######## block 1 ########
**Block 1: local utilization**

Scale: 2 px per um. The die is cut into 11 by 11 equal tiles; white is low, dark blue is high, 0 to 100% covered.
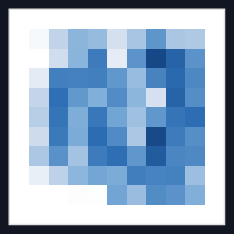

**config.mk**
```make
export PLATFORM = sky130hd
export DESIGN_NAME = seg_msg_scroller_flat
export DESIGN_NICKNAME = d
export VERILOG_FILES = /design/src/rtl/seg_msg_scroller_if.sv /design/src/rtl/seg_msg_scroller.sv /design/src/flat_wrapper.sv
export SDC_FILE = /design/constraint.sdc
export NUM_CORES = 1
export LEC_CHECK = 0
export ABC_CLOCK_PERIOD_IN_PS = 4700
export CAP_MARGIN = 20
export CORE_MARGIN = 10
export CORE_UTILIZATION = 48
export CTS_CLUSTER_SIZE = 10
export DETAILED_ROUTE_END_ITERATION = 10
export PLACE_DENSITY = 0.66
export SYNTH_ARGS = -nofsm -noshare
export SYNTH_HDL_FRONTEND = slang
export SYNTH_SLANG_ARGS = --single-unit
```
**constraint.sdc**
```tcl
create_clock -name clk -period 4.7 [get_ports clk]
set_input_delay 0.705 -clock clk [delete_from_list [all_inputs] [get_ports clk]]
set_output_delay 0.705 -clock clk [all_outputs]
set_load 0.005 [all_outputs]
```
**src/rtl/seg_msg_scroller_if.sv**
```systemverilog
// Display bundle for seg_msg_scroller: state select in, anodes/segments/wrap pulse out.
// Ports: estado (pet state), an (active-low anodes), seg (active-low a..g), scroll_wrap.
// The master side drives estado; the slave side (the scroller) drives the display.
interface seg_msg_scroller_if #(
    parameter int N_DIGITS = 8
);
    logic [2:0]          estado;
    logic [N_DIGITS-1:0] an;
    logic [6:0]          seg;
    logic                scroll_wrap;

    modport master (output estado, input an, input seg, input scroll_wrap);
    modport slave  (input estado, output an, output seg, output scroll_wrap);
endinterface

```
**src/rtl/seg_msg_scroller.sv**
```systemverilog
// Multiplexed seven-segment message scroller: shows a pet-state message, optionally scrolling.
// Ports: clk, rst (async active-high), bus.slave (estado in; an, seg, scroll_wrap out, all registered).
// Latency estado pin -> an/seg is 2 cycles; no backpressure. Scrolling exists only with SEG_MSG_SCROLL_EN.
module seg_msg_scroller #(
    parameter int N_DIGITS    = 8,
    parameter int REFRESH_DIV = 1200,
    parameter int SCROLL_DIV  = 12000000,
    parameter int MSG_LEN     = 16
) (
    input  logic             clk,
    input  logic             rst,
    seg_msg_scroller_if.slave bus
);
    localparam int REF_W = $clog2(REFRESH_DIV);
    localparam int SEL_W = $clog2(N_DIGITS);
    localparam int OFF_W = $clog2(MSG_LEN);

    generate
        if (N_DIGITS < 2 || N_DIGITS > 8 || REFRESH_DIV < 2 || SCROLL_DIV < 2 ||
            MSG_LEN < N_DIGITS || MSG_LEN < 8 || MSG_LEN > 32) begin : g_bad_params
            $error("seg_msg_scroller: illegal parameter combination");
        end
    endgenerate

    // Messages are stored left-aligned, 8 glyph slots each; any slot beyond that is blank.
    function automatic logic [4:0] msg_glyph(input logic [2:0] st, input logic [5:0] idx);
        logic [39:0] m;
        logic [39:0] sh;
        case (st)
            3'd2:    m = {5'd5,  5'd1,  5'd6,  5'd7,  5'd8,  5'd9,  5'd31, 5'd31}; // NEUTRO
            3'd3:    m = {5'd10, 5'd11, 5'd12, 5'd13, 5'd8,  5'd1,  5'd31, 5'd31}; // HAMBRE
            3'd4:    m = {5'd14, 5'd1,  5'd15, 5'd16, 5'd11, 5'd5,  5'd15, 5'd9};  // DESCANSO
            3'd5:    m = {5'd12, 5'd6,  5'd1,  5'd8,  5'd7,  5'd9,  5'd31, 5'd31}; // MUERTO
            3'd6:    m = {5'd11, 5'd12, 5'd3,  5'd15, 5'd7,  5'd11, 5'd14, 5'd31}; // AMISTAD
            default: m = {5'd0,  5'd1,  5'd2,  5'd3,  5'd4,  5'd31, 5'd31, 5'd31}; // FELIZ
        endcase
        sh = m << (5 * int'(idx[2:0]));
        if (idx < 6'd8) msg_glyph = sh[39 -: 5];
        else            msg_glyph = 5'd31;
    endfunction

    // Active-low segment patterns, bit 0 = a.
    function automatic logic [6:0] seg_decode(input logic [4:0] g);
        case (g)
            5'd0:    seg_decode = 7'h0E; // F
            5'd1:    seg_decode = 7'h06; // E
            5'd2:    seg_decode = 7'h47; // L
            5'd3:    seg_decode = 7'h79; // I
            5'd4:    seg_decode = 7'h24; // Z
            5'd5:    seg_decode = 7'h48; // N
            5'd6:    seg_decode = 7'h41; // U
            5'd7:    seg_decode = 7'h07; // t
            5'd8:    seg_decode = 7'h2F; // r
            5'd9:    seg_decode = 7'h40; // O
            5'd10:   seg_decode = 7'h09; // H
            5'd11:   seg_decode = 7'h08; // A
            5'd12:   seg_decode = 7'h6A; // M
            5'd13:   seg_decode = 7'h03; // b
            5'd14:   seg_decode = 7'h21; // d
            5'd15:   seg_decode = 7'h12; // S
            5'd16:   seg_decode = 7'h46; // C
            default: seg_decode = 7'h7F; // blank
        endcase
    endfunction

    logic [2:0]          r_estado_q;
    logic [REF_W-1:0]    r_refresh;
    logic [SEL_W-1:0]    r_sel;
    logic [N_DIGITS-1:0] r_an;
    logic [6:0]          r_seg;
    logic [OFF_W-1:0]    w_offset;
    logic                w_wrap;
    logic [OFF_W:0]      w_idx_raw;
    logic [OFF_W:0]      w_idx;
    logic [N_DIGITS-1:0] w_an_lit;
    logic [6:0]          w_seg_lit;

    // offset + sel never reaches 2*MSG_LEN, so one conditional subtract is the modulo.
    assign w_idx_raw = (OFF_W+1)'(w_offset) + (OFF_W+1)'(r_sel);
    assign w_idx     = (w_idx_raw >= (OFF_W+1)'(MSG_LEN)) ? w_idx_raw - (OFF_W+1)'(MSG_LEN) : w_idx_raw;
    assign w_seg_lit = seg_decode(msg_glyph(r_estado_q, 6'(w_idx)));
    // Digit 0 is the leftmost, driven on the top anode bit.
    assign w_an_lit  = ~(N_DIGITS'(1) << (N_DIGITS - 1 - int'(r_sel)));

    always_ff @(posedge clk or posedge rst) begin
        if (rst) begin
            r_estado_q <= 3'd0;
            r_refresh  <= '0;
            r_sel      <= '0;
            r_an       <= '1;
            r_seg      <= 7'h7F;
        end else begin
            r_estado_q <= bus.estado;
            if (r_refresh == REF_W'(REFRESH_DIV - 1)) begin
                r_refresh <= '0;
                r_sel     <= (r_sel == SEL_W'(N_DIGITS - 1)) ? '0 : r_sel + SEL_W'(1);
            end else begin
                r_refresh <= r_refresh + REF_W'(1);
            end
            // First count of each slot is dark so the previous digit's glyph never ghosts onto the new anode.
            if (r_refresh == '0) begin
                r_an  <= '1;
                r_seg <= 7'h7F;
            end else begin
                r_an  <= w_an_lit;
                r_seg <= w_seg_lit;
            end
        end
    end

`ifdef SEG_MSG_SCROLL_EN
    localparam int SCR_W = $clog2(SCROLL_DIV);

    logic [2:0]       r_estado_prev;
    logic [SCR_W-1:0] r_scroll_cnt;
    logic [OFF_W-1:0] r_offset;
    logic             r_wrap;
    logic             w_chg;
    logic             w_step;

    assign w_chg  = (r_estado_q != r_estado_prev);
    assign w_step = (r_scroll_cnt == SCR_W'(SCROLL_DIV - 1));

    always_ff @(posedge clk or posedge rst) begin
        if (rst) begin
            r_estado_prev <= 3'd0;
            r_scroll_cnt  <= '0;
            r_offset      <= '0;
            r_wrap        <= 1'b0;
        end else begin
            r_estado_prev <= r_estado_q;
            r_wrap        <= 1'b0;
            // A new message always starts from its first glyph, even if a step was due.
            if (w_chg) begin
                r_scroll_cnt <= '0;
                r_offset     <= '0;
            end else if (w_step) begin
                r_scroll_cnt <= '0;
                if (r_offset == OFF_W'(MSG_LEN - 1)) begin
                    r_offset <= '0;
                    r_wrap   <= 1'b1;
                end else begin
                    r_offset <= r_offset + OFF_W'(1);
                end
            end else begin
                r_scroll_cnt <= r_scroll_cnt + SCR_W'(1);
            end
        end
    end

    assign w_offset = r_offset;
    assign w_wrap   = r_wrap;
`else
    assign w_offset = '0;
    assign w_wrap   = 1'b0;
`endif

    assign bus.an          = r_an;
    assign bus.seg         = r_seg;
    assign bus.scroll_wrap = w_wrap;
endmodule

```
**src/flat_wrapper.sv**
```systemverilog
// flat-port wrapper written by rule: the top's interface ports become plain ports
module seg_msg_scroller_flat 
#(
    parameter int N_DIGITS    = 8,
    parameter int REFRESH_DIV = 1200,
    parameter int SCROLL_DIV  = 12000000,
    parameter int MSG_LEN     = 16
)
  (clk, rst, bus_estado, bus_an, bus_seg, bus_scroll_wrap);
  seg_msg_scroller_if #(.N_DIGITS(N_DIGITS)) bus_i ();
  input  logic clk;
  input  logic rst;
  input wire logic [$bits(bus_i.estado)-1:0] bus_estado;
  output wire logic [$bits(bus_i.an)-1:0] bus_an;
  output wire logic [$bits(bus_i.seg)-1:0] bus_seg;
  output wire logic [$bits(bus_i.scroll_wrap)-1:0] bus_scroll_wrap;
  assign bus_i.estado = bus_estado;
  assign bus_an = bus_i.an;
  assign bus_seg = bus_i.seg;
  assign bus_scroll_wrap = bus_i.scroll_wrap;
  seg_msg_scroller #(.N_DIGITS(N_DIGITS), .REFRESH_DIV(REFRESH_DIV), .SCROLL_DIV(SCROLL_DIV), .MSG_LEN(MSG_LEN)) u_core (.clk(clk), .rst(rst), .bus(bus_i));
endmodule
```
######## block 2 ########
[src/rtl/decoder_pkg.sv]
// Shared types and width helpers for the decoder sequencer path.
package decoder_pkg;

  typedef enum logic {
    IDLE = 1'b0,
    RUN  = 1'b1
  } state_t;

  function automatic int coeff_width(input int output_width, input int scale_factor);
    return output_width + scale_factor;
  endfunction

  function automatic int idx_width(input int n);
    return (n > 1) ? $clog2(n) : 1;
  endfunction

endpackage

[src/rtl/decoder_sequencer_if.sv]
// Block-in / word-out stream bundle between the polynomial source, the sequencer and the sink.
interface decoder_sequencer_if #(
  parameter int POLY_SIZE    = 16,
  parameter int OUTPUT_WIDTH = 16,
  parameter int SCALE_FACTOR = 2
);
  import decoder_pkg::*;

  localparam int CW = coeff_width(OUTPUT_WIDTH, SCALE_FACTOR);
  localparam int IW = idx_width(POLY_SIZE);

  logic                    in_valid;
  logic                    in_ready;
  logic [CW*POLY_SIZE-1:0] poly_coeff;
  logic                    flush;
  logic                    out_valid;
  logic                    out_ready;
  logic [OUTPUT_WIDTH-1:0] binary_data;
  logic                    out_last;
  logic [IW-1:0]           out_index;
  logic                    sat_flag;
  logic                    block_done;

  modport master (
    output in_valid, poly_coeff, flush, out_ready,
    input  in_ready, out_valid, binary_data, out_last, out_index, sat_flag, block_done
  );

  modport slave (
    input  in_valid, poly_coeff, flush, out_ready,
    output in_ready, out_valid, binary_data, out_last, out_index, sat_flag, block_done
  );

endinterface

[src/rtl/decoder_descale.sv]
// Combinational descale of one coefficient: truncating shift, or round-half-up with saturation.
module decoder_descale
  import decoder_pkg::*;
#(
  parameter int OUTPUT_WIDTH = 16,
  parameter int SCALE_FACTOR = 2,
  parameter int ROUND_EN     = 0
) (
  input  logic [coeff_width(OUTPUT_WIDTH, SCALE_FACTOR)-1:0] coeff,
  output logic [OUTPUT_WIDTH-1:0]                            word,
  output logic                                               sat
);

  localparam int CW = coeff_width(OUTPUT_WIDTH, SCALE_FACTOR);
  localparam logic [CW:0] HALF = {{CW{1'b0}}, 1'b1} << (SCALE_FACTOR - 1);

  logic [CW:0] sum_s;
  logic [CW:0] shifted_s;

  // Rounding adds half an LSB in one extra bit so the carry out is visible to saturation.
  always_comb begin
    sum_s     = {1'b0, coeff} + HALF;
    shifted_s = sum_s >> SCALE_FACTOR;
    if (ROUND_EN != 0) begin
      if (|shifted_s[CW:OUTPUT_WIDTH]) begin
        word = '1;
        sat  = 1'b1;
      end else begin
        word = shifted_s[OUTPUT_WIDTH-1:0];
        sat  = 1'b0;
      end
    end else begin
      word = coeff[CW-1:SCALE_FACTOR];
      sat  = 1'b0;
    end
  end

endmodule

[src/rtl/decoder_sequencer.sv]
// Buffers one polynomial block and streams its descaled coefficients, index 0 first.
module decoder_sequencer
  import decoder_pkg::*;
#(
  parameter int POLY_SIZE    = 16,
  parameter int OUTPUT_WIDTH = 16,
  parameter int SCALE_FACTOR = 2,
  parameter int ROUND_EN     = 0
) (
  input logic                clk,
  input logic                rst_n,
  decoder_sequencer_if.slave bus
);

  localparam int CW = coeff_width(OUTPUT_WIDTH, SCALE_FACTOR);
  localparam int IW = idx_width(POLY_SIZE);
  localparam logic [IW-1:0] LAST_IDX = IW'(POLY_SIZE - 1);

  state_t                  state_r;
  state_t                  state_nxt_s;
  logic [IW-1:0]           idx_r;
  logic [IW-1:0]           idx_nxt_s;
  logic                    done_r;
  logic                    done_nxt_s;
  logic                    load_s;
  logic                    in_ready_s;
  logic                    out_valid_s;
  logic                    last_s;
  logic [CW-1:0]           coeff_s;
  logic [OUTPUT_WIDTH-1:0] word_s;
  logic                    sat_s;
  logic [CW-1:0]           coeff_buf_r [POLY_SIZE];

  assign last_s  = (idx_r == LAST_IDX);
  assign coeff_s = coeff_buf_r[idx_r];

  // Next-state logic; flush outranks both handshakes.
  always_comb begin
    state_nxt_s = state_r;
    idx_nxt_s   = idx_r;
    done_nxt_s  = 1'b0;
    load_s      = 1'b0;
    in_ready_s  = 1'b0;
    out_valid_s = 1'b0;
    case (state_r)
      IDLE: begin
        in_ready_s = ~bus.flush;
        if (!bus.flush && bus.in_valid) begin
          load_s      = 1'b1;
          idx_nxt_s   = '0;
          state_nxt_s = RUN;
        end else begin
          state_nxt_s = IDLE;
        end
      end
      RUN: begin
        out_valid_s = 1'b1;
        if (bus.flush) begin
          idx_nxt_s   = '0;
          state_nxt_s = IDLE;
        end else if (bus.out_ready) begin
          if (last_s) begin
            idx_nxt_s   = '0;
            done_nxt_s  = 1'b1;
            state_nxt_s = IDLE;
          end else begin
            idx_nxt_s = idx_r + IW'(1);
          end
        end else begin
          idx_nxt_s = idx_r;
        end
      end
      default: begin
        idx_nxt_s   = '0;
        state_nxt_s = IDLE;
      end
    endcase
  end

  // Control state register.
  always_ff @(posedge clk or negedge rst_n) begin
    if (!rst_n) begin
      state_r <= IDLE;
      idx_r   <= '0;
      done_r  <= 1'b0;
    end else begin
      state_r <= state_nxt_s;
      idx_r   <= idx_nxt_s;
      done_r  <= done_nxt_s;
    end
  end

  // Payload buffer carries no reset: it is only read after a fresh load.
  always_ff @(posedge clk) begin
    if (load_s) begin
      for (int k = 0; k < POLY_SIZE; k++) begin
        coeff_buf_r[k] <= bus.poly_coeff[k*CW +: CW];
      end
    end else begin
      for (int k = 0; k < POLY_SIZE; k++) begin
        coeff_buf_r[k] <= coeff_buf_r[k];
      end
    end
  end

  decoder_descale #(
    .OUTPUT_WIDTH (OUTPUT_WIDTH),
    .SCALE_FACTOR (SCALE_FACTOR),
    .ROUND_EN     (ROUND_EN)
  ) u_descale (
    .coeff (coeff_s),
    .word  (word_s),
    .sat   (sat_s)
  );

  assign bus.in_ready    = in_ready_s;
  assign bus.out_valid   = out_valid_s;
  assign bus.binary_data = word_s;
  assign bus.out_last    = out_valid_s & last_s;
  assign bus.out_index   = idx_r;
  assign bus.sat_flag    = out_valid_s & sat_s;
  assign bus.block_done  = done_r;

endmodule

[src/flat_wrapper.sv]
// flat-port wrapper written by rule: the top's interface ports become plain ports
module decoder_sequencer_flat import decoder_pkg::*;
#(
  parameter int POLY_SIZE    = 16,
  parameter int OUTPUT_WIDTH = 16,
  parameter int SCALE_FACTOR = 2,
  parameter int ROUND_EN     = 0
)
  (clk, rst_n, bus_in_valid, bus_poly_coeff, bus_flush, bus_out_ready, bus_in_ready, bus_out_valid, bus_binary_data, bus_out_last, bus_out_index, bus_sat_flag, bus_block_done);
  decoder_sequencer_if #(.POLY_SIZE(POLY_SIZE), .OUTPUT_WIDTH(OUTPUT_WIDTH), .SCALE_FACTOR(SCALE_FACTOR)) bus_i ();
  input logic clk;
  input logic rst_n;
  input wire logic [$bits(bus_i.in_valid)-1:0] bus_in_valid;
  input wire logic [$bits(bus_i.poly_coeff)-1:0] bus_poly_coeff;
  input wire logic [$bits(bus_i.flush)-1:0] bus_flush;
  input wire logic [$bits(bus_i.out_ready)-1:0] bus_out_ready;
  output wire logic [$bits(bus_i.in_ready)-1:0] bus_in_ready;
  output wire logic [$bits(bus_i.out_valid)-1:0] bus_out_valid;
  output wire logic [$bits(bus_i.binary_data)-1:0] bus_binary_data;
  output wire logic [$bits(bus_i.out_last)-1:0] bus_out_last;
  output wire logic [$bits(bus_i.out_index)-1:0] bus_out_index;
  output wire logic [$bits(bus_i.sat_flag)-1:0] bus_sat_flag;
  output wire logic [$bits(bus_i.block_done)-1:0] bus_block_done;
  assign bus_i.in_valid = bus_in_valid;
  assign bus_i.poly_coeff = bus_poly_coeff;
  assign bus_i.flush = bus_flush;
  assign bus_i.out_ready = bus_out_ready;
  assign bus_in_ready = bus_i.in_ready;
  assign bus_out_valid = bus_i.out_valid;
  assign bus_binary_data = bus_i.binary_data;
  assign bus_out_last = bus_i.out_last;
  assign bus_out_index = bus_i.out_index;
  assign bus_sat_flag = bus_i.sat_flag;
  assign bus_block_done = bus_i.block_done;
  decoder_sequencer #(.POLY_SIZE(POLY_SIZE), .OUTPUT_WIDTH(OUTPUT_WIDTH), .SCALE_FACTOR(SCALE_FACTOR), .ROUND_EN(ROUND_EN)) u_core (.clk(clk), .rst_n(rst_n), .bus(bus_i));
endmodule
[config.mk]
export PLATFORM = sky130hd
export DESIGN_NAME = decoder_sequencer_flat
export DESIGN_NICKNAME = d
export VERILOG_FILES = /design/src/rtl/decoder_pkg.sv /design/src/rtl/decoder_sequencer_if.sv /design/src/rtl/decoder_descale.sv /design/src/rtl/decoder_sequencer.sv /design/src/flat_wrapper.sv
export SDC_FILE = /design/constraint.sdc
export NUM_CORES = 1
export LEC_CHECK = 0
export CORE_MARGIN = 3
export CORE_UTILIZATION = 43
export CTS_BUF_LIST = sky130_fd_sc_hd__clkbuf_8
export DETAILED_ROUTE_END_ITERATION = 8
export HOLD_SLACK_MARGIN = 0.08
export PLACE_DENSITY = 0.78
export SETUP_SLACK_MARGIN = 0.05
export SYNTH_ARGS = -nofsm -noshare
export SYNTH_HDL_FRONTEND = slang
export SYNTH_SLANG_ARGS = --single-unit
[constraint.sdc]
create_clock -name clk -period 6.61 [get_ports clk]
set_input_delay 1.322 -clock clk [delete_from_list [all_inputs] [get_ports clk]]
set_output_delay 1.322 -clock clk [all_outputs]
set_load 0.005 [all_outputs]
**Block 2: track usage over the die**

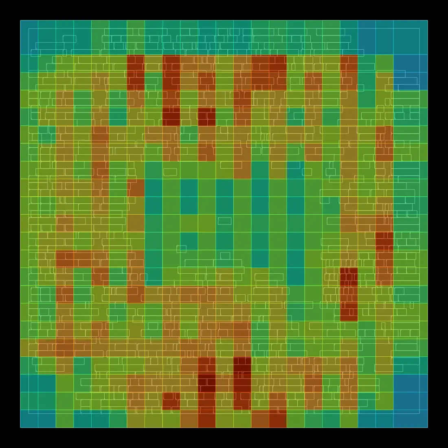
met3 Usage GRT: 0.0511
final core occ: 0.612
gr usage total: 0.180

==> results.ini, block 2 <==
[power_and_ir_drop]
combPwrFrac=0.093
internal_power_mw=2.82
p_clk_frac=0.365
total_power_mw=3.57

[sta]
max-slew-margin-rel=0.302
period_used_share=0.709
slew_viol_final=0

[grt]
grt-ovfl-total=0
grt_pass1_vias=6171

[worst_hold_path]
min_path_cells=2
hold_end=u_core.bus.block_done$_DFF_PN0_
hold_class=flip-flop to flip-flop

[critical_path]
start_kind=flip-flop

[synth]
fp_nets=726
xor_share=0.000880

[floorplan]
core_sq_um=22700

[run_status]
outcome=finished clean

[flow_run]
drv_cap=0

[layout]
fin_area_sq_um=13900

block 2: area by class of cell:
| type | instances | area, sq um | share of cell area |
|---|---|---|---|
| flip-flops and latches | 262 | 7850 | 0.564 |
| multi-input cells | 146 | 1970 | 0.142 |
| repair buffers | 291 | 2920 | 0.210 |
| clock inverters | 35 | 178 | 0.0128 |
| clock buffers | 46 | 633 | 0.0455 |
| well taps | 285 | 357 | 0.0257 |
block 2: synthesized netlist by cell type:
cell type    n
nand2_1     22
mux4_1       7
a32o_1       1
ha_1         1
buf_1        2
xor2_1       1
and3_1       1
buf_4        3
nor3_1       1
nor2b_1      4
dfrtp_1      6
nand3_1      1
a22o_1       1
conb_1       1
nand2b_1     1
buf_12       2
buf_6        1
and2_1       2
edfxtp_1   256
nand4_1      2
o22ai_1      1
buf_2        8
o21ai_0      5
clkbuf_1     7
buf_8        1
a22oi_1     32
a21oi_1      1
mux4_2      57
nor2_1       4
block 2: flip-flops by register name, indices dropped and copies added (netlist names):
| register | count |
|---|---|
| u_core.bus.out_index | 4 |
| u_core.coeff_buf_r | 256 |
| u_core.state_r | 1 |
| u_core.bus.block_done | 1 |
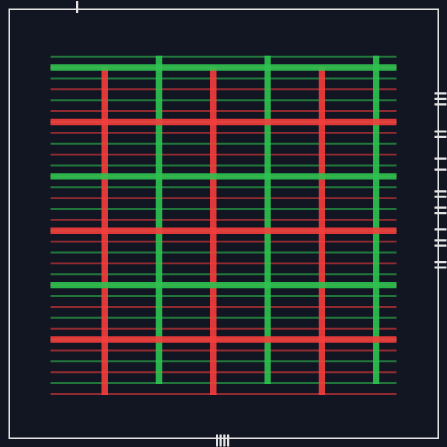
**Above:** block 1 (power grid).
Scale: 4 px per um. Pins as bars on the die edge.
red -> VSS
green -> VDD
met5 straps = 6
rows = 31
met1 rails = 32
signal pins = 21
met4 straps = 6

## Picture notes: 'local utilization' of block 1
fullest tile = 91%
nearly empty tiles = 37%
tiles over 75% full = 6.6%
densest ninth of the die = middle
emptiest ninth of the die = bottom left
mean over tiles = 33%
final core occ: 0.536
Floorplan Utilization: 0.497
CORE AREA: 7290 sq um

==> results.ini, block 1 <==
[run_status]
outcome=finished clean

[synth]
xor_share=0.0290
fa_ha_area_frac=0.0553
logic_family=AND-OR/OR-AND gates
top_cells_by_area=dfrtp_1 12%, dfstp_2 11%, ha_1 5.5%
ys.flops=32
ff_type=dfrtp_1
synth-async-reset-ratio=1.00
common_cells=35 x a21oi_1, 32 x nand2_1, 26 x o21ai_0
ys_chip_area_sq_um=3620
ys_types=85

[clocking]
worstSkewPairLatency_ns=0.27
cts_resized=0
numCtsBuffers=5
clkSlewWorstSetupHoldPaths_ns=0.07
htreeDepth=2
postCtsSetupRepairBufs=0

[grt]
grt_max_degree=61
grt-ovfl-total=0

[floorplan]
dieWidth_um=107
die_area_sq_um=11400

[detailed_routing]
vias_per_cell=6.75
drc=0
wl_per_cell_um=19.4
firstDrtPassIters=5
drt_iter0_markers=414

[power_and_ir_drop]
ir_worst_vdd_v=0.000112
powerComb_mw=0.154
p_sw_frac=0.257

[sta]
finalCriticalPeriod_ns=3.80
period_used_share=0.809
max-slew-margin-rel=0.362
tightest_slew_ns=0.957

[critical_path]
crit_chain=ha_1 > nand2b_1 > a221oi_1 > o41ai_1 > o2111ai_1 > a31oi_1 > inv_1 > ha_1 > mux2_2 > o21ai_0 > o211ai_1
required_ns=4.87
cp_slowest_stage_delay_ns=0.76
timing.rr.start=u_core.r_sel[2]$_DFFE_PP0N_

[flow_run]
warnings=35

[worst_hold_path]
hold_end=u_core.r_refresh[9]$_DFF_PP0_
hold_class=flip-flop to flip-flop

[layout]
lay_top_count=a21oi_1
final_cells=546

==> block 1: area by class of cell <==
| type | count | area (sq um) | share of cell area |
|---|---|---|---|
| multi-input combinational | 359 | 2470 | 0.633 |
| sequential | 32 | 820 | 0.210 |
| timing repair buffer | 33 | 308 | 0.0788 |
| tap | 99 | 124 | 0.0317 |
| clock buffer | 7 | 96.3 | 0.0247 |
| inverter | 15 | 56.3 | 0.0144 |
| clock inverter | 1 | 30.0 | 0.00769 |
==> block 1: registers in the layout (all words and copies together), names as in the netlist <==
register / cells
u_core.r_refresh: 11
u_core.bus.an: 8
u_core.bus.seg: 7
u_core.r_estado_q: 3
u_core.r_sel: 3
==> block 1: through the flow <==
| step | power [mW] | utilization | area, sq um |
|---|---|---|---|
| floorplan | 0.414 | - | 3620 |
| global placement | 0.456 | 0.518 | 3780 |
| detailed placement | 0.456 | 0.518 | 3780 |
| CTS | 0.738 | 0.536 | 3910 |
| global route | 0.773 | 0.536 | 3910 |
| finish | 0.734 | 0.536 | 3910 |
==> block 1: per-layer routing <==
metal | share of wire | track usage
met3 | 0.086 | 0.0281
met1 | 0.41 | 0.245
met4 | 0.046 | 0.104
met2 | 0.45 | 0.286
met5 | 0 | 0

==> notes/layouts.md <==
Pictures saved along the way, in no particular order.

Clock distribution.
(a)
Scale: 6 px per um.
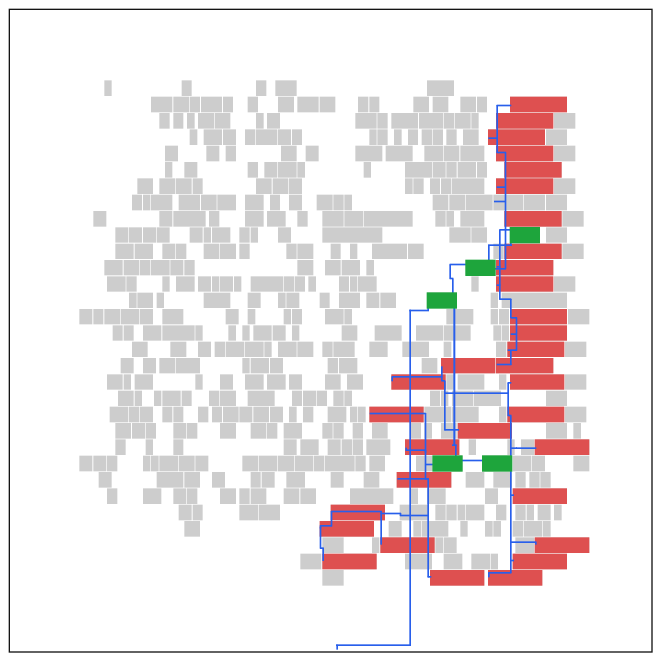
(b)
Scale: 4 px per um.
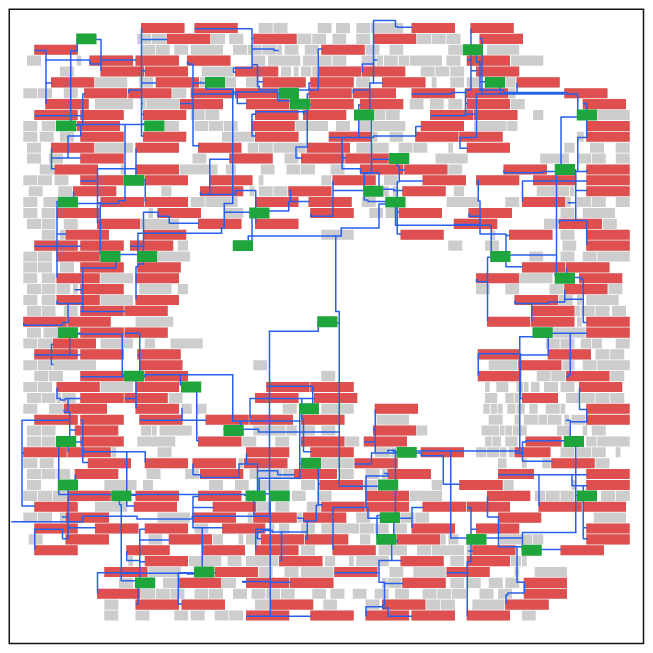
(b) -> block 2
(a) -> block 1
- largest die: (b)
- most sequential cells: (b)

Key to (b):
green -> cells driving clock nets  # count 45
red -> flip-flops  # count 262
blue -> clock wires  # length 3160 um
flops lie = all over the die


Power and IR drop assume default switching activity.
